=== block 1 ===
block_1/density.png
11 x 8 tiles, from dark blue (low) to red (high), 0 to 100% covered.
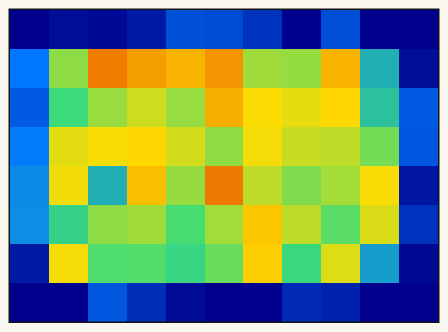

## config.mk

```make
export PLATFORM = sky130hd
export DESIGN_NAME = fwd_ctrl
export DESIGN_NICKNAME = d
export VERILOG_FILES = /design/src/rtl/fwd_ctrl_pkg.sv /design/src/rtl/fwd_pick.sv /design/src/rtl/fwd_ctrl.sv
export SDC_FILE = /design/constraint.sdc
export NUM_CORES = 1
export LEC_CHECK = 0
export ABC_AREA = 1
export ABC_CLOCK_PERIOD_IN_PS = 2700
export CAP_MARGIN = 20
export CORE_ASPECT_RATIO = 0.7
export CORE_MARGIN = 5
export CORE_UTILIZATION = 45
export DETAILED_ROUTE_END_ITERATION = 8
export GPL_TIMING_DRIVEN = 0
export HOLD_SLACK_MARGIN = 0.02
export PLACE_DENSITY = 0.72
export SLEW_MARGIN = 20
export SYNTH_ARGS = -nofsm -noshare
export SYNTH_HDL_FRONTEND = slang
export SYNTH_SLANG_ARGS = --single-unit
export TNS_END_PERCENT = 20
```

## constraint.sdc

```tcl
create_clock -name clk -period 2.7 [get_ports clk]
set_input_delay 0.405 -clock clk [delete_from_list [all_inputs] [get_ports clk]]
set_output_delay 0.405 -clock clk [all_outputs]
set_load 0.1 [all_outputs]
```

## src/rtl/fwd_ctrl_pkg.sv

```systemverilog
// fwd_ctrl_pkg: shared definitions for the MIPS hazard/forwarding controller.
//   - forwarding select codes driven onto every forwarding mux
//   - result-class (src) codes, operand-use (tuse) sentinel, reader stages
//   - multiply/divide opcode classes
//   - shadow scoreboard entry layouts for the E, M and W stages
//   - entry_match(): does a scoreboard entry produce register r
package fwd_ctrl_pkg;

   localparam int tmux_size = 3;

   localparam logic [tmux_size-1:0] FWD_ORI    = 3'd0;
   localparam logic [tmux_size-1:0] FWD_EM_ALU = 3'd1;
   localparam logic [tmux_size-1:0] FWD_MW_ALU = 3'd2;
   localparam logic [tmux_size-1:0] FWD_MW_MD  = 3'd3;
   localparam logic [tmux_size-1:0] FWD_MW_CP0 = 3'd4;

   localparam logic [1:0] SRC_ALU = 2'd0;
   localparam logic [1:0] SRC_MEM = 2'd1;
   localparam logic [1:0] SRC_MD  = 2'd2;
   localparam logic [1:0] SRC_CP0 = 2'd3;

   localparam logic [1:0] TUSE_NONE = 2'd3;

   localparam logic [1:0] STAGE_D = 2'd0;
   localparam logic [1:0] STAGE_E = 2'd1;
   localparam logic [1:0] STAGE_M = 2'd2;

   localparam logic [1:0] MD_NONE = 2'd0;
   localparam logic [1:0] MD_MULT = 2'd1;
   localparam logic [1:0] MD_DIV  = 2'd2;

   typedef struct packed {
      logic       valid;
      logic [4:0] wa;
      logic [1:0] src;
      logic [1:0] tnew;
      logic [4:0] rs;
      logic [4:0] rt;
      logic [1:0] tuse_rs;
      logic [1:0] tuse_rt;
   } e_entry_t;

   typedef struct packed {
      logic       valid;
      logic [4:0] wa;
      logic [1:0] src;
      logic [1:0] tnew;
      logic [4:0] rt;
   } m_entry_t;

   typedef struct packed {
      logic       valid;
      logic [4:0] wa;
      logic [1:0] src;
   } w_entry_t;

   // Register $0 is hard-wired, so it never matches a producer.
   function automatic logic entry_match(input logic       valid,
                                        input logic [4:0] wa,
                                        input logic [4:0] r);
      return valid && (wa == r) && (r != 5'd0);
   endfunction

endpackage

```

## src/rtl/fwd_pick.sv

```systemverilog
// fwd_pick: forwarding select for one operand reader.
//   reg_i      register read by the consumer
//   stage_i    stage of the consumer (STAGE_D / STAGE_E / STAGE_M)
//   m_*_i      M-stage scoreboard entry (valid, dest, result class, tnew)
//   w_*_i      W-stage scoreboard entry (valid, dest, result class)
//   sel_o      forwarding mux select (FWD_* code)
// D and E readers look at M first, then W; the M reader looks at W only.
module fwd_pick
   import fwd_ctrl_pkg::*;
(
   input  logic [4:0]           reg_i,
   input  logic [1:0]           stage_i,
   input  logic                 m_valid_i,
   input  logic [4:0]           m_wa_i,
   input  logic [1:0]           m_src_i,
   input  logic [1:0]           m_tnew_i,
   input  logic                 w_valid_i,
   input  logic [4:0]           w_wa_i,
   input  logic [1:0]           w_src_i,
   output logic [tmux_size-1:0] sel_o
);

   logic m_hit;
   logic w_hit;

   // Nearest producer wins; an M hit that is not a finished ALU result
   // selects the original value because the stall logic covers that case.
   always_comb begin
      m_hit = (stage_i != STAGE_M) && entry_match(m_valid_i, m_wa_i, reg_i);
      w_hit = entry_match(w_valid_i, w_wa_i, reg_i);
      sel_o = FWD_ORI;
      if (m_hit) begin
         if ((m_tnew_i == 2'd0) && (m_src_i == SRC_ALU)) begin
            sel_o = FWD_EM_ALU;
         end else begin
            sel_o = FWD_ORI;
         end
      end else if (w_hit) begin
         case (w_src_i)
            SRC_ALU, SRC_MEM: sel_o = FWD_MW_ALU;
            SRC_MD:           sel_o = FWD_MW_MD;
            SRC_CP0:          sel_o = FWD_MW_CP0;
            default:          sel_o = FWD_ORI;
         endcase
      end else begin
         sel_o = FWD_ORI;
      end
   end

endmodule

```

## src/rtl/fwd_ctrl.sv

```systemverilog
// fwd_ctrl: hazard and forwarding controller for the 5-stage MIPS pipeline.
//   clk, reset                 clock, async active-high reset
//   D_rs/D_rt, D_tuse_rs/rt    sources of the D instruction and their use stage
//   D_wa, D_tnew, D_src        destination, time-to-ready and result class
//   D_md_op, D_md_use          MD unit start class / HI-LO access
//   flush                      exception/eret flush of D, E, M
//   stall                      freeze PC + D, bubble into E
//   fwd_D_rs .. fwd_M_rt       forwarding mux selects
//   md_busy                    MD unit busy counter is non-zero
// Keeps a shadow scoreboard of E/M/W and the MD busy counter; all outputs
// are combinational from that state plus the D inputs.
module fwd_ctrl
   import fwd_ctrl_pkg::*;
#(
   parameter int TMUX_W   = tmux_size,
   parameter int MULT_CYC = 5,
   parameter int DIV_CYC  = 10
) (
   input  logic              clk,
   input  logic              reset,
   input  logic [4:0]        D_rs,
   input  logic [4:0]        D_rt,
   input  logic [1:0]        D_tuse_rs,
   input  logic [1:0]        D_tuse_rt,
   input  logic [4:0]        D_wa,
   input  logic [1:0]        D_tnew,
   input  logic [1:0]        D_src,
   input  logic [1:0]        D_md_op,
   input  logic              D_md_use,
   input  logic              flush,
   output logic              stall,
   output logic [TMUX_W-1:0] fwd_D_rs,
   output logic [TMUX_W-1:0] fwd_D_rt,
   output logic [TMUX_W-1:0] fwd_E_rs,
   output logic [TMUX_W-1:0] fwd_E_rt,
   output logic [TMUX_W-1:0] fwd_M_rt,
   output logic              md_busy
);

   localparam int CNT_MAX = (MULT_CYC > DIV_CYC) ? MULT_CYC : DIV_CYC;
   localparam int CNT_W   = $clog2(CNT_MAX + 1);

   e_entry_t         e_q, e_d;
   m_entry_t         m_q, m_d;
   w_entry_t         w_q, w_d;
   logic [CNT_W-1:0] md_cnt_q, md_cnt_d;
   logic [TMUX_W-1:0] e_rs_pick, e_rt_pick;

   // An operand stalls when its producer in E or M is not ready by the
   // stage that consumes it.
   function automatic logic op_hazard(input logic [4:0] r,
                                      input logic [1:0] tuse,
                                      input e_entry_t   e,
                                      input m_entry_t   m);
      logic e_late;
      logic m_late;
      e_late = entry_match(e.valid, e.wa, r) && (e.tnew > tuse);
      m_late = entry_match(m.valid, m.wa, r) && (m.tnew > tuse);
      return (tuse != TUSE_NONE) && (e_late || m_late);
   endfunction

   assign md_busy = (md_cnt_q != {CNT_W{1'b0}});
   assign stall   = (D_md_use && md_busy)
                  || op_hazard(D_rs, D_tuse_rs, e_q, m_q)
                  || op_hazard(D_rt, D_tuse_rt, e_q, m_q);

   fwd_pick u_pick_d_rs (.reg_i(D_rs), .stage_i(STAGE_D),
      .m_valid_i(m_q.valid), .m_wa_i(m_q.wa), .m_src_i(m_q.src), .m_tnew_i(m_q.tnew),
      .w_valid_i(w_q.valid), .w_wa_i(w_q.wa), .w_src_i(w_q.src), .sel_o(fwd_D_rs));
   fwd_pick u_pick_d_rt (.reg_i(D_rt), .stage_i(STAGE_D),
      .m_valid_i(m_q.valid), .m_wa_i(m_q.wa), .m_src_i(m_q.src), .m_tnew_i(m_q.tnew),
      .w_valid_i(w_q.valid), .w_wa_i(w_q.wa), .w_src_i(w_q.src), .sel_o(fwd_D_rt));
   fwd_pick u_pick_e_rs (.reg_i(e_q.rs), .stage_i(STAGE_E),
      .m_valid_i(m_q.valid), .m_wa_i(m_q.wa), .m_src_i(m_q.src), .m_tnew_i(m_q.tnew),
      .w_valid_i(w_q.valid), .w_wa_i(w_q.wa), .w_src_i(w_q.src), .sel_o(e_rs_pick));
   fwd_pick u_pick_e_rt (.reg_i(e_q.rt), .stage_i(STAGE_E),
      .m_valid_i(m_q.valid), .m_wa_i(m_q.wa), .m_src_i(m_q.src), .m_tnew_i(m_q.tnew),
      .w_valid_i(w_q.valid), .w_wa_i(w_q.wa), .w_src_i(w_q.src), .sel_o(e_rt_pick));
   fwd_pick u_pick_m_rt (.reg_i(m_q.rt), .stage_i(STAGE_M),
      .m_valid_i(m_q.valid), .m_wa_i(m_q.wa), .m_src_i(m_q.src), .m_tnew_i(m_q.tnew),
      .w_valid_i(w_q.valid), .w_wa_i(w_q.wa), .w_src_i(w_q.src), .sel_o(fwd_M_rt));

   // An E operand the instruction never reads keeps the original value.
   assign fwd_E_rs = (e_q.tuse_rs == TUSE_NONE) ? FWD_ORI : e_rs_pick;
   assign fwd_E_rt = (e_q.tuse_rt == TUSE_NONE) ? FWD_ORI : e_rt_pick;

   // Scoreboard advance and MD counter next state; flush beats stall but
   // never aborts an MD operation already in flight.
   always_comb begin
      e_d      = '0;
      m_d      = '0;
      w_d      = '0;
      md_cnt_d = md_cnt_q;
      if (flush) begin
         e_d = '0;
         m_d = '0;
         w_d = '0;
      end else begin
         if (!stall) begin
            e_d.valid   = 1'b1;
            e_d.wa      = D_wa;
            e_d.src     = D_src;
            e_d.tnew    = D_tnew;
            e_d.rs      = D_rs;
            e_d.rt      = D_rt;
            e_d.tuse_rs = D_tuse_rs;
            e_d.tuse_rt = D_tuse_rt;
         end else begin
            e_d = '0;
         end
         m_d.valid = e_q.valid;
         m_d.wa    = e_q.wa;
         m_d.src   = e_q.src;
         m_d.rt    = e_q.rt;
         m_d.tnew  = (e_q.tnew == 2'd0) ? 2'd0 : (e_q.tnew - 2'd1);
         w_d.valid = m_q.valid;
         w_d.wa    = m_q.wa;
         w_d.src   = m_q.src;
      end
      if (!flush && !stall && (D_md_op == MD_MULT)) begin
         md_cnt_d = CNT_W'(MULT_CYC);
      end else if (!flush && !stall && (D_md_op == MD_DIV)) begin
         md_cnt_d = CNT_W'(DIV_CYC);
      end else if (md_busy) begin
         md_cnt_d = md_cnt_q - CNT_W'(1);
      end else begin
         md_cnt_d = md_cnt_q;
      end
   end

   // State registers with asynchronous clear.
   always_ff @(posedge clk or posedge reset) begin
      if (reset) begin
         e_q      <= '0;
         m_q      <= '0;
         w_q      <= '0;
         md_cnt_q <= {CNT_W{1'b0}};
      end else begin
         e_q      <= e_d;
         m_q      <= m_d;
         w_q      <= w_d;
         md_cnt_q <= md_cnt_d;
      end
   end

endmodule

```

=== block 2 ===
### src/rtl/ram_pkg.sv
// Shared types and helpers for the ram_pipe RAM block.
// Optional parity storage is enabled by defining RAM_PIPE_PARITY_EN.
package ram_pkg;

    // Controller states: clear walk after reset, then normal operation
    typedef enum logic [0:0] {
        INIT = 1'b0,
        RUN  = 1'b1
    } state_t;

    // Deepest supported read latency (accept to completion, in cycles)
    localparam int MAX_READ_LATENCY = 4;

    // Number of byte lanes in a word
    function automatic int be_width(input int data_width);
        return data_width / 8;
    endfunction

    // Even parity bit for one byte: makes the total number of ones even
    function automatic logic byte_parity(input logic [7:0] b);
        return ^b;
    endfunction

endpackage

### src/rtl/ram_lat_pipe.sv
// Delay line for completions: carries {valid, is_read, payload} through
// STAGES register stages. Valid/type bits are reset; payload is not.
module ram_lat_pipe #(
    parameter int STAGES    = 0,
    parameter int PAYLOAD_W = 8
) (
    input  logic                 i_clk,
    input  logic                 i_rst,
    input  logic                 i_valid,
    input  logic                 i_is_read,
    input  logic [PAYLOAD_W-1:0] i_payload,
    output logic                 o_valid,
    output logic                 o_is_read,
    output logic [PAYLOAD_W-1:0] o_payload
);

    generate
        if (STAGES == 0) begin : g_bypass
            // No extra stages: the caller's output register is the only stage
            logic w_unused_clk_rst;
            assign w_unused_clk_rst = i_clk ^ i_rst;
            assign o_valid   = i_valid;
            assign o_is_read = i_is_read;
            assign o_payload = i_payload;
        end else begin : g_stages
            logic [STAGES-1:0]    r_valid;
            logic [STAGES-1:0]    r_is_read;
            logic [PAYLOAD_W-1:0] r_payload [STAGES];

            // Shift control bits; reset drops every in-flight completion
            always_ff @(posedge i_clk or posedge i_rst) begin
                if (i_rst) begin
                    r_valid   <= '0;
                    r_is_read <= '0;
                end else begin
                    r_valid[0]   <= i_valid;
                    r_is_read[0] <= i_is_read;
                    for (int s = 1; s < STAGES; s++) begin
                        r_valid[s]   <= r_valid[s-1];
                        r_is_read[s] <= r_is_read[s-1];
                    end
                end
            end

            // Shift payload alongside the control bits
            always_ff @(posedge i_clk) begin
                r_payload[0] <= i_payload;
                for (int s = 1; s < STAGES; s++) begin
                    r_payload[s] <= r_payload[s-1];
                end
            end

            assign o_valid   = r_valid[STAGES-1];
            assign o_is_read = r_is_read[STAGES-1];
            assign o_payload = r_payload[STAGES-1];
        end
    endgenerate

endmodule

### src/rtl/ram_pipe.sv
// Single-port synchronous RAM with byte enables, valid/ready requests,
// configurable read latency and an optional zeroing walk after reset.
// Define RAM_PIPE_PARITY_EN to store per-byte even parity and report
// mismatches on read completions through o_parity_err.
module ram_pipe
    import ram_pkg::*;
#(
    parameter int DATA_WIDTH     = 8,
    parameter int ADDR_WIDTH     = 4,
    parameter int READ_LATENCY   = 1,
    parameter int CLEAR_ON_RESET = 1
) (
    input  logic                            i_clk,
    input  logic                            i_rst,
    input  logic                            i_req,
    input  logic                            i_we,
    input  logic [ADDR_WIDTH-1:0]           i_address,
    input  logic [be_width(DATA_WIDTH)-1:0] i_be,
    input  logic [DATA_WIDTH-1:0]           i_data,
    output logic                            o_ready,
    output logic                            o_done,
    output logic [DATA_WIDTH-1:0]           o_data,
    output logic                            o_busy_init
`ifdef RAM_PIPE_PARITY_EN
    ,
    output logic [be_width(DATA_WIDTH)-1:0] o_parity_err
`endif
);

    localparam int BE_W  = be_width(DATA_WIDTH);
    localparam int DEPTH = 2 ** ADDR_WIDTH;
    localparam logic [ADDR_WIDTH-1:0] LAST_ADDR = ADDR_WIDTH'(DEPTH - 1);
    // Out-of-range latencies are clamped to 1..MAX_READ_LATENCY
    localparam int PIPE_STAGES = (READ_LATENCY > MAX_READ_LATENCY) ? (MAX_READ_LATENCY - 1) :
                                 (READ_LATENCY < 1) ? 0 : (READ_LATENCY - 1);
`ifdef RAM_PIPE_PARITY_EN
    localparam int PAYLOAD_W = DATA_WIDTH + BE_W;
`else
    localparam int PAYLOAD_W = DATA_WIDTH;
`endif

    state_t                  r_state;
    state_t                  w_state_nxt;
    logic [ADDR_WIDTH-1:0]   r_init_addr;
    logic                    w_ready;
    logic                    w_busy;
    logic                    w_accept;

    logic [DATA_WIDTH-1:0]   r_mem [DEPTH];
    logic [DATA_WIDTH-1:0]   w_rd_word;
    logic [DATA_WIDTH-1:0]   w_merged;

    logic [PAYLOAD_W-1:0]    w_pipe_in;
    logic                    w_pipe_valid;
    logic                    w_pipe_is_read;
    logic [PAYLOAD_W-1:0]    w_pipe_out;

    logic                    r_done;
    logic [DATA_WIDTH-1:0]   r_data;

`ifdef RAM_PIPE_PARITY_EN
    logic [BE_W-1:0]         r_par [DEPTH];
    logic [BE_W-1:0]         w_wr_par;
    logic [BE_W-1:0]         w_rd_err;
    logic [BE_W-1:0]         r_parity_err;
`endif

    // State register: a clearing build starts in the walk, otherwise runs
    always_ff @(posedge i_clk or posedge i_rst) begin
        if (i_rst) begin
            r_state <= (CLEAR_ON_RESET != 0) ? INIT : RUN;
        end else begin
            r_state <= w_state_nxt;
        end
    end

    // Next-state logic: leave the walk once the last address is zeroed
    always_comb begin
        w_state_nxt = r_state;
        case (r_state)
            INIT: begin
                if (r_init_addr == LAST_ADDR) begin
                    w_state_nxt = RUN;
                end else begin
                    w_state_nxt = INIT;
                end
            end
            RUN:     w_state_nxt = RUN;
            default: w_state_nxt = INIT;
        endcase
    end

    // State outputs; both held low while reset is asserted
    always_comb begin
        w_ready = 1'b0;
        w_busy  = 1'b0;
        case (r_state)
            INIT:    w_busy  = ~i_rst;
            RUN:     w_ready = ~i_rst;
            default: begin
                w_ready = 1'b0;
                w_busy  = 1'b0;
            end
        endcase
    end

    // Clear-walk address; restarts from zero on every reset
    always_ff @(posedge i_clk or posedge i_rst) begin
        if (i_rst) begin
            r_init_addr <= '0;
        end else if (r_state == INIT) begin
            r_init_addr <= r_init_addr + ADDR_WIDTH'(1);
        end else begin
            r_init_addr <= r_init_addr;
        end
    end

    assign w_accept  = i_req & w_ready;
    assign w_rd_word = r_mem[i_address];

    // Byte merge: enabled lanes take new data, the rest keep stored data
    always_comb begin
        w_merged = w_rd_word;
        for (int b = 0; b < BE_W; b++) begin
            if (i_be[b]) begin
                w_merged[8*b +: 8] = i_data[8*b +: 8];
            end else begin
                w_merged[8*b +: 8] = w_rd_word[8*b +: 8];
            end
        end
    end

`ifdef RAM_PIPE_PARITY_EN
    // Parity of the merged write word and check of the word being read
    always_comb begin
        w_wr_par = '0;
        w_rd_err = '0;
        for (int b = 0; b < BE_W; b++) begin
            w_wr_par[b] = byte_parity(w_merged[8*b +: 8]);
            w_rd_err[b] = byte_parity(w_rd_word[8*b +: 8]) ^ r_par[i_address][b];
        end
    end
`endif

    // Memory write port: the clear walk has priority over requests
    always_ff @(posedge i_clk) begin
        if (r_state == INIT) begin
            r_mem[r_init_addr] <= '0;
`ifdef RAM_PIPE_PARITY_EN
            r_par[r_init_addr] <= '0;
`endif
        end else if (w_accept && i_we) begin
            r_mem[i_address] <= w_merged;
`ifdef RAM_PIPE_PARITY_EN
            r_par[i_address] <= w_wr_par;
`endif
        end
    end

`ifdef RAM_PIPE_PARITY_EN
    assign w_pipe_in = {w_rd_err, w_rd_word};
`else
    assign w_pipe_in = w_rd_word;
`endif

    ram_lat_pipe #(
        .STAGES    (PIPE_STAGES),
        .PAYLOAD_W (PAYLOAD_W)
    ) u_lat_pipe (
        .i_clk     (i_clk),
        .i_rst     (i_rst),
        .i_valid   (w_accept),
        .i_is_read (~i_we),
        .i_payload (w_pipe_in),
        .o_valid   (w_pipe_valid),
        .o_is_read (w_pipe_is_read),
        .o_payload (w_pipe_out)
    );

    // Completion register: pulse done, update read data only on reads
    always_ff @(posedge i_clk or posedge i_rst) begin
        if (i_rst) begin
            r_done <= 1'b0;
            r_data <= '0;
        end else begin
            r_done <= w_pipe_valid;
            if (w_pipe_valid && w_pipe_is_read) begin
                r_data <= w_pipe_out[DATA_WIDTH-1:0];
            end
        end
    end

`ifdef RAM_PIPE_PARITY_EN
    // Parity error flags accompany read completions, zero otherwise
    always_ff @(posedge i_clk or posedge i_rst) begin
        if (i_rst) begin
            r_parity_err <= '0;
        end else if (w_pipe_valid && w_pipe_is_read) begin
            r_parity_err <= w_pipe_out[PAYLOAD_W-1:DATA_WIDTH];
        end else begin
            r_parity_err <= '0;
        end
    end

    assign o_parity_err = r_parity_err;
`endif

    assign o_ready     = w_ready;
    assign o_busy_init = w_busy;
    assign o_done      = r_done;
    assign o_data      = r_data;

endmodule

### config.mk
export PLATFORM = sky130hd
export DESIGN_NAME = ram_pipe
export DESIGN_NICKNAME = d
export VERILOG_FILES = /design/src/rtl/ram_pkg.sv /design/src/rtl/ram_lat_pipe.sv /design/src/rtl/ram_pipe.sv
export SDC_FILE = /design/constraint.sdc
export NUM_CORES = 1
export LEC_CHECK = 0
export CORE_MARGIN = 5
export CORE_UTILIZATION = 54
export CTS_CLUSTER_SIZE = 12
export DETAILED_ROUTE_END_ITERATION = 10
export GPL_ROUTABILITY_DRIVEN = 0
export PLACE_DENSITY = 0.76
export SYNTH_ARGS = -nofsm -noshare
export SYNTH_HDL_FRONTEND = slang
export SYNTH_SLANG_ARGS = --single-unit
### constraint.sdc
create_clock -name i_clk -period 1.95 [get_ports i_clk]
set_input_delay 0.195 -clock i_clk [delete_from_list [all_inputs] [get_ports i_clk]]
set_output_delay 0.195 -clock i_clk [all_outputs]
set_load 0.005 [all_outputs]
=== block 3 ===
--- src/rtl/aer_row_scheduler_16_if.sv ---
// AER row scheduler bus: row requests, off-chip
// handshake and status, with DUT/driver views.
interface aer_row_scheduler_16_if;
  logic [15:0] row_req;
  logic        greedy;
  logic        aer_dis;
  logic        aer_ack;
  logic [15:0] row_grant;
  logic        aer_req;
  logic [3:0]  aer_addr;
  logic        busy;
  logic [15:0] evt_cnt;

  modport master (
    output row_req,
    output greedy,
    output aer_dis,
    output aer_ack,
    input  row_grant,
    input  aer_req,
    input  aer_addr,
    input  busy,
    input  evt_cnt
  );

  modport slave (
    input  row_req,
    input  greedy,
    input  aer_dis,
    input  aer_ack,
    output row_grant,
    output aer_req,
    output aer_addr,
    output busy,
    output evt_cnt
  );
endinterface

--- src/rtl/aer_row_scheduler_16.sv ---
// 16-row AER scheduler: rotating-priority arbiter
// feeding a 4-phase off-chip request/ack handshake.
module aer_row_scheduler_16 (
  input logic               clk,
  input logic               rst,
  aer_row_scheduler_16_if.slave bus
);

  typedef enum logic [1:0] {
    IDLE,
    REQ,
    ACK,
    RELEASE
  } state_t;

  state_t      r_state;
  state_t      w_state_nx;
  logic [3:0]  r_ptr;
  logic [3:0]  w_ptr_nx;
  logic [3:0]  r_win;
  logic [3:0]  w_win_nx;
  logic [15:0] r_grant;
  logic [15:0] w_grant_nx;
  logic        r_req;
  logic        w_req_nx;
  logic [3:0]  r_addr;
  logic [3:0]  w_addr_nx;
  logic        r_busy;
  logic        w_busy_nx;
  logic [15:0] r_cnt;
  logic [15:0] w_cnt_nx;

  logic        w_any;
  logic [3:0]  w_pick;

  assign w_any = |bus.row_req;

  // First requesting row at or after ptr, wrapping.
  always_comb begin
    logic [3:0] v_idx;
    v_idx  = '0;
    w_pick = r_ptr;
    for (int k = 15; k >= 0; k--) begin
      v_idx = r_ptr + 4'(k);
      if (bus.row_req[v_idx]) begin
        w_pick = v_idx;
      end
    end
  end

  // Next-state and next-output logic for the handshake.
  always_comb begin
    w_state_nx = r_state;
    w_ptr_nx   = r_ptr;
    w_win_nx   = r_win;
    w_grant_nx = r_grant;
    w_req_nx   = r_req;
    w_addr_nx  = r_addr;
    w_cnt_nx   = r_cnt;
    unique case (r_state)
      IDLE: begin
        if (w_any && !bus.aer_dis) begin
          w_state_nx = REQ;
          w_win_nx   = w_pick;
          w_grant_nx = 16'd1 << w_pick;
          w_addr_nx  = w_pick;
          w_req_nx   = 1'b1;
        end
      end
      REQ: begin
        if (bus.aer_ack) begin
          w_state_nx = ACK;
          w_req_nx   = 1'b0;
        end
      end
      ACK: begin
        if (!bus.aer_ack) begin
          w_state_nx = RELEASE;
          w_grant_nx = '0;
          if (r_cnt != 16'hFFFF) begin
            w_cnt_nx = r_cnt + 16'd1;
          end
          if (bus.greedy) begin
            w_ptr_nx = r_win;
          end else begin
            w_ptr_nx = r_win + 4'd1;
          end
        end
      end
      RELEASE: begin
        if (!bus.row_req[r_win]) begin
          w_state_nx = IDLE;
        end
      end
      default: begin
        w_state_nx = IDLE;
        w_grant_nx = '0;
        w_req_nx   = 1'b0;
      end
    endcase
    w_busy_nx = (w_state_nx != IDLE);
  end

  // State and registered outputs.
  always_ff @(posedge clk or posedge rst) begin
    if (rst) begin
      r_state <= IDLE;
      r_ptr   <= '0;
      r_win   <= '0;
      r_grant <= '0;
      r_req   <= 1'b0;
      r_addr  <= '0;
      r_busy  <= 1'b0;
      r_cnt   <= '0;
    end else begin
      r_state <= w_state_nx;
      r_ptr   <= w_ptr_nx;
      r_win   <= w_win_nx;
      r_grant <= w_grant_nx;
      r_req   <= w_req_nx;
      r_addr  <= w_addr_nx;
      r_busy  <= w_busy_nx;
      r_cnt   <= w_cnt_nx;
    end
  end

  assign bus.row_grant = r_grant;
  assign bus.aer_req   = r_req;
  assign bus.aer_addr  = r_addr;
  assign bus.busy      = r_busy;
  assign bus.evt_cnt   = r_cnt;

endmodule

--- src/flat_wrapper.sv ---
// flat-port wrapper written by rule: the top's interface ports become plain ports
module aer_row_scheduler_16_flat 
  (clk, rst, bus_row_req, bus_greedy, bus_aer_dis, bus_aer_ack, bus_row_grant, bus_aer_req, bus_aer_addr, bus_busy, bus_evt_cnt);
  aer_row_scheduler_16_if bus_i ();
  input logic clk;
  input logic rst;
  input wire logic [$bits(bus_i.row_req)-1:0] bus_row_req;
  input wire logic [$bits(bus_i.greedy)-1:0] bus_greedy;
  input wire logic [$bits(bus_i.aer_dis)-1:0] bus_aer_dis;
  input wire logic [$bits(bus_i.aer_ack)-1:0] bus_aer_ack;
  output wire logic [$bits(bus_i.row_grant)-1:0] bus_row_grant;
  output wire logic [$bits(bus_i.aer_req)-1:0] bus_aer_req;
  output wire logic [$bits(bus_i.aer_addr)-1:0] bus_aer_addr;
  output wire logic [$bits(bus_i.busy)-1:0] bus_busy;
  output wire logic [$bits(bus_i.evt_cnt)-1:0] bus_evt_cnt;
  assign bus_i.row_req = bus_row_req;
  assign bus_i.greedy = bus_greedy;
  assign bus_i.aer_dis = bus_aer_dis;
  assign bus_i.aer_ack = bus_aer_ack;
  assign bus_row_grant = bus_i.row_grant;
  assign bus_aer_req = bus_i.aer_req;
  assign bus_aer_addr = bus_i.aer_addr;
  assign bus_busy = bus_i.busy;
  assign bus_evt_cnt = bus_i.evt_cnt;
  aer_row_scheduler_16 u_core (.clk(clk), .rst(rst), .bus(bus_i));
endmodule
--- config.mk ---
export PLATFORM = sky130hd
export DESIGN_NAME = aer_row_scheduler_16_flat
export DESIGN_NICKNAME = d
export VERILOG_FILES = /design/src/rtl/aer_row_scheduler_16_if.sv /design/src/rtl/aer_row_scheduler_16.sv /design/src/flat_wrapper.sv
export SDC_FILE = /design/constraint.sdc
export NUM_CORES = 1
export LEC_CHECK = 0
export CORE_UTILIZATION = 62
export CTS_CLUSTER_SIZE = 8
export DETAILED_ROUTE_END_ITERATION = 10
export PLACE_DENSITY_LB_ADDON = 0.12
export SYNTH_ARGS = -nofsm -noshare
export SYNTH_HDL_FRONTEND = slang
export SYNTH_SLANG_ARGS = --single-unit
--- constraint.sdc ---
create_clock -name clk -period 9.2 [get_ports clk]
set_clock_uncertainty 0.05 [all_clocks]
set_input_delay 1.38 -clock clk [delete_from_list [all_inputs] [get_ports clk]]
set_output_delay 1.38 -clock clk [all_outputs]
set_load 0.03 [all_outputs]
block_2/final_congestion.png
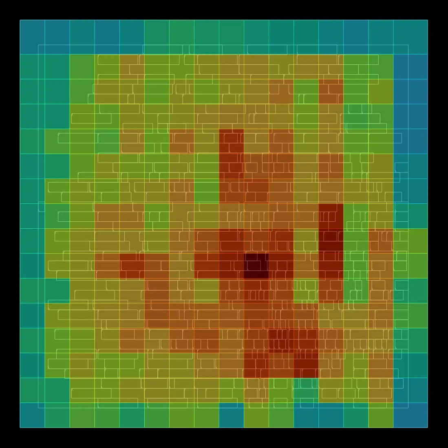
overall global routing resource usage: 23.1%
routed length per placed instance: 24.7 um
Final Util: 70.1%
most heavily used metal layer in global routing: met2

==> results.txt, block 2 <==
Entry: Yosys synthesis followed by OpenROAD place and route.

Outcome:
- The run finished with clean final reports.

Clock network:
- The run gives the post-CTS setup buffer count as 3.
- The run gives the total number of H-tree levels as 4.
- The number of clock sinks came to 142.
- The run puts the maximum count of clock buffers along a single path at 2.
- The later pin in the worst-skew pair is clocked with a latency of 0.51 ns.
- The run puts the number of hold buffers added after CTS at 0.
- The number of clock buffers added by TritonCTS is 17.

STA:
- Endpoints with negative setup slack in the final report add up to 0.
- The run puts the top achievable clock speed at 513 MHz.
- The run gives the summed negative setup slack over all endpoints as 0 ns.
- The run gives the clock period minus final worst setup slack as 1.95 ns.
- The run gives the fraction of the cycle the final worst path needs as 100%.
- Setup slack on the critical path of the routed design comes to 0.000939 ns.
- The run gives the number of hold violations in the final report as 0.

Layout:
- Per the final report, the share of cell area in non-clock buffers is 11.9%.
- Across the whole layout, multi-input logic makes up 20.4% of the cell area.
- The run puts the layout cell share with drive strength beyond 1 at 30.5%.
- Per the run report, area growth between synthesis and finish was 26.4%.
- The run gives the final antenna diode count as 0.
- More flip-flops sit in one register than any other, and that register is r_mem.
- The run puts the count of multi-input combinational gates at 154.

Synthesis:
- The run puts the share of synthesized cell area in full adder, half adder and majority cells at 0.218%.
- The synthesized netlist occupies a cell area of 0.00573 mm^2.
- The run gives the synthesized area per cell as 18.0 um^2.
- By count the netlist is led by sky130_fd_sc_hd__edfxtp_1 (128), sky130_fd_sc_hd__nor2_1 (26), sky130_fd_sc_hd__mux2i_1 (23), sky130_fd_sc_hd__mux4_2 (20), sky130_fd_sc_hd__dfrtp_1 (14).
- The synthesis report gives the async set-or-reset register share as 9.86%.
- The run puts the area fraction in mux cells at 14.1%.
- For this run, the chip area from Yosys synthesis comes to 0.00573 mm^2.
- For this run the top cell type by instance count after synthesis was sky130_fd_sc_hd__edfxtp_1.

Routing:
- The run puts the met2 wirelength from detailed routing at 6.85 mm.
- The final route contains 3424 vias.
- The run puts the wire length reported by the detailed router at 13.9 mm.
- The run puts the number of DRC markers in iteration 0 at 423.

Critical path:
- In this run the critical register-to-register path is launched from r_mem[12][4].
- STA classifies the critical path startpoint as a register.
- The worst setup path is of the reg -> reg kind.
- The run gives the biggest cell delay along the critical path as 0.47 ns.
- STA classifies the critical path endpoint as a register.
- The run gives the cell depth of the worst flop-to-flop path as 5.
- The run puts the register-to-register setup slack at 0.0009 ns.
- The report lists the cells along the critical path as mux4_2 -> mux2_4 -> a22oi_2 -> a21oi_2 -> buf_12.

Global routing:
- The run gives the via count of the first global-routing pass as 3523.

Floorplanning:
- The floorplan step set the die height to 113 um.
- The run puts the horizontal die size at 113 um.
- The run gives the number of top-level pins as 28.
- After floorplanning, the core was sized to cover 0.0103 mm^2.

Flow run:
- The run puts the max-cap check violation count at 0.
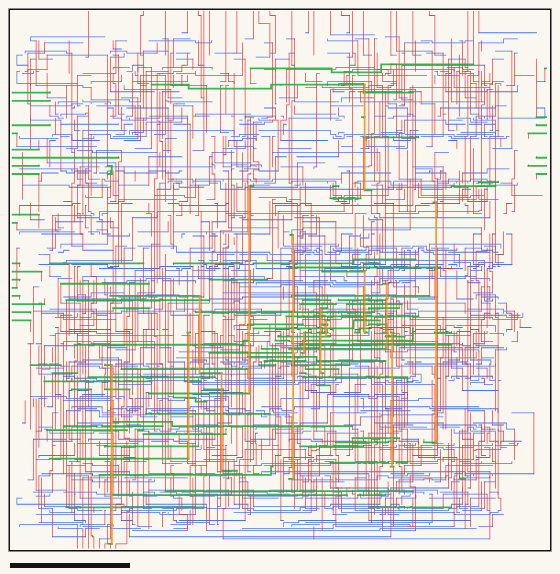
block_3/metal_stack.png
Bar = 20 um.
legend:
  met1:
    color: blue
    wire_length: 5730 um
  met3:
    color: green
    wire_length: 1160 um
  met2:
    color: red
    wire_length: 6010 um
  met4:
    color: orange
    wire_length: 274 um

==> results.txt, block 3 <==
Entry: Yosys synthesis followed by OpenROAD place and route.

Outcome:
- The flow ran to the end, and the final reports show no timing, DRC or antenna violations.

Layout:
- The run puts the number of inserted filler cells in the final layout at 523.
- The run puts the number of flip-flops and latches at 44.
- The run gives the number of clock buffers in the layout as 6.
- By instance count after routing, the leading logic cell types are sky130_fd_sc_hd__clkdlybuf4s50_1 (58), sky130_fd_sc_hd__nand2_1 (53), sky130_fd_sc_hd__dfrtp_1 (44).
- 388 cells are multi-input combinational gates.
- The run gives the register fraction of the total cell area as 20.1%.

Synthesis:
- The run puts the number of nets produced by synthesis at 508.
- In the synthesized netlist the async set-or-reset flop fraction comes to 100%.
- The biggest area contributor in the post-synthesis netlist is sky130_fd_sc_hd__dfrtp_1.
- The main area contributors are sky130_fd_sc_hd__dfrtp_1 (23%), sky130_fd_sc_hd__mux4_2 (13%), sky130_fd_sc_hd__mux2i_1 (8.5%), sky130_fd_sc_hd__mux4_1 (6.0%), sky130_fd_sc_hd__mux2_2 (5.4%).
- The run puts the share of synthesized cell area in full adder, half adder and majority cells at 2.33%.
- The run puts the post-synthesis cell count from yosys at 478.
- Per the synthesis report, the XOR/XNOR share of the synthesized area is 5.84%.
- Ranked by instance count, the synthesized netlist is headed by sky130_fd_sc_hd__nand2_1 (53), sky130_fd_sc_hd__dfrtp_1 (44), sky130_fd_sc_hd__mux2i_1 (41), sky130_fd_sc_hd__mux4_2 (28).

Critical path:
- The run gives the number of stages on the worst setup path as 12.
- For the worst reg-to-reg path, the endpoint reported by OpenROAD is u_core.r_win[2].
- The critical path goes through buf_4 -> inv_2 -> ha_1 -> buf_4 -> mux4_2 -> mux2i_1 -> mux2i_1 -> a311o_1 -> a21oi_1 -> a21oi_1 -> o41ai_2 -> o21ai_0.
- The critical path contains buffers and inverters numbering 3 combined.

STA:
- The run puts the worst hold slack at 0.430 ns.

Routing:
- The run puts the number of DRC markers in iteration 0 at 394.
- The detailed router placed 4298 vias in this run.
- The run puts the count of antenna-violating nets left after detailed routing at 0.

Clock network:
- The run puts the number of buffers created by CTS at 5.

Floorplanning:
- The run gives the standard cell core area as 0.00741 mm^2.
block_1/gate_families.png
Bar = 20 um.
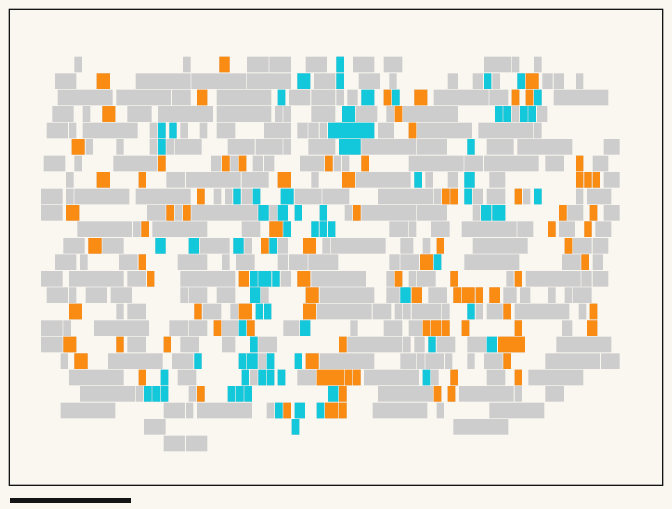
legend:
  NOR gates:
    color: orange
    cells: 94
    most_used: nor2_1
  NAND gates:
    color: cyan
    cells: 77
    most_used: nand2_1

About block_1/density.png:
nearly empty tiles: 14%
fullest tile: 86%
tiles over 75% full: 14%
mean over tiles: 43%

==> results.txt, block 1 <==
Entry: Yosys synthesis followed by OpenROAD place and route.

Routing:
- After detailed routing, the average wire length per cell comes to 14.3 um.
- The run gives the number of detailed-route iterations in the first pass as 4.
- The run puts the wire length reported by the detailed router at 7.63 mm.
- The run gives the met2 wirelength from detailed routing as 3.35 mm.

Synthesis:
- The run gives the share of flip-flops with an asynchronous set or reset after synthesis as 100%.
- The run gives the number of enable flip-flop cells as 0.
- In this run, the synthesized area fraction spent on xor and xnor cells is recorded as 8.45%.
- Yosys reports that the most numerous cell types are sky130_fd_sc_hd__inv_1 (63), sky130_fd_sc_hd__nor2_1 (62), sky130_fd_sc_hd__nand2_1 (56), sky130_fd_sc_hd__dfrtp_1 (51).
- The run puts the share of synthesized cell area in full adder, half adder and majority cells at 4.16%.

Outcome:
- The run finished with clean final reports.

Layout:
- For this run, the share of the core covered by cells in the final layout is 59.2%.
- The run gives the non-clock buffer area fraction after layout as 13.3%.
- The run puts the non-filler instance count after layout at 532.
- The run gives the number of inserted filler cells in the final layout as 599.

Global routing:
- The run puts the initial antenna violation count at 0.
- Per the GRT log, the top usage layer is met2.

Clock network:
- The run gives the number of buffers created by CTS as 5.
- The run gives the clock latency on the worst-skew pair as 0.30 ns.
- The clock tree synthesis step divided the H-tree into 2 levels.
- The run puts the number of hold buffers added after CTS at 0.

Critical path:
- The critical path is of the in -> out type.
- The worst register-to-register path begins at e_q[15].
- Logic depth along the worst register-to-register path is recorded as 12.
- The run puts the highest fanout seen on the critical path at 4.
- The run gives the startpoint type of the worst setup path as a primary input.
- The script reports the combined buffer and inverter count of the critical path as 3.

STA:
- The run puts the final setup skew at 0.00673 ns.
- The slew check shows that the tightest pin keeps a relative margin of 36.6%.
- The run puts the number of hold violations in the final report at 0.
- Setup total negative slack on the finished layout was measured at 0 ns.

Floorplanning:
- The run puts the standard cell core area at 0.00637 mm^2.
- At the floorplan stage, the core utilization is reported as 47.2%.

Place:
- The run puts the post-detailed-placement half-perimeter wirelength at 6.19 mm.

Worst hold path:
- The run gives the worst min-delay path category as in -> async.


==> gallery <==
Clock wires, drivers and flops.
image #1
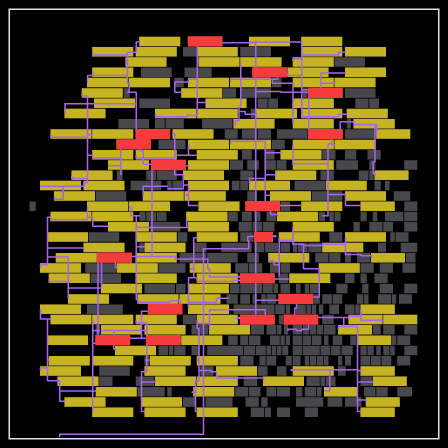
image #2
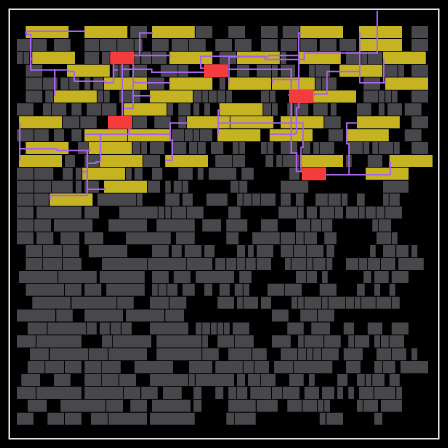
image #3
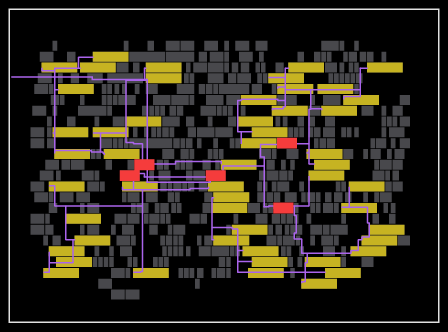
block 2 -> image #1
block 3 -> image #2
block 1 -> image #3

Key to image #1:
legend:
  flip-flops:
    color: yellow
    count: 142
  cells driving clock nets:
    color: red
    count: 17
  clock wires:
    color: purple
    length: 1530 um
flops lie: all over the die

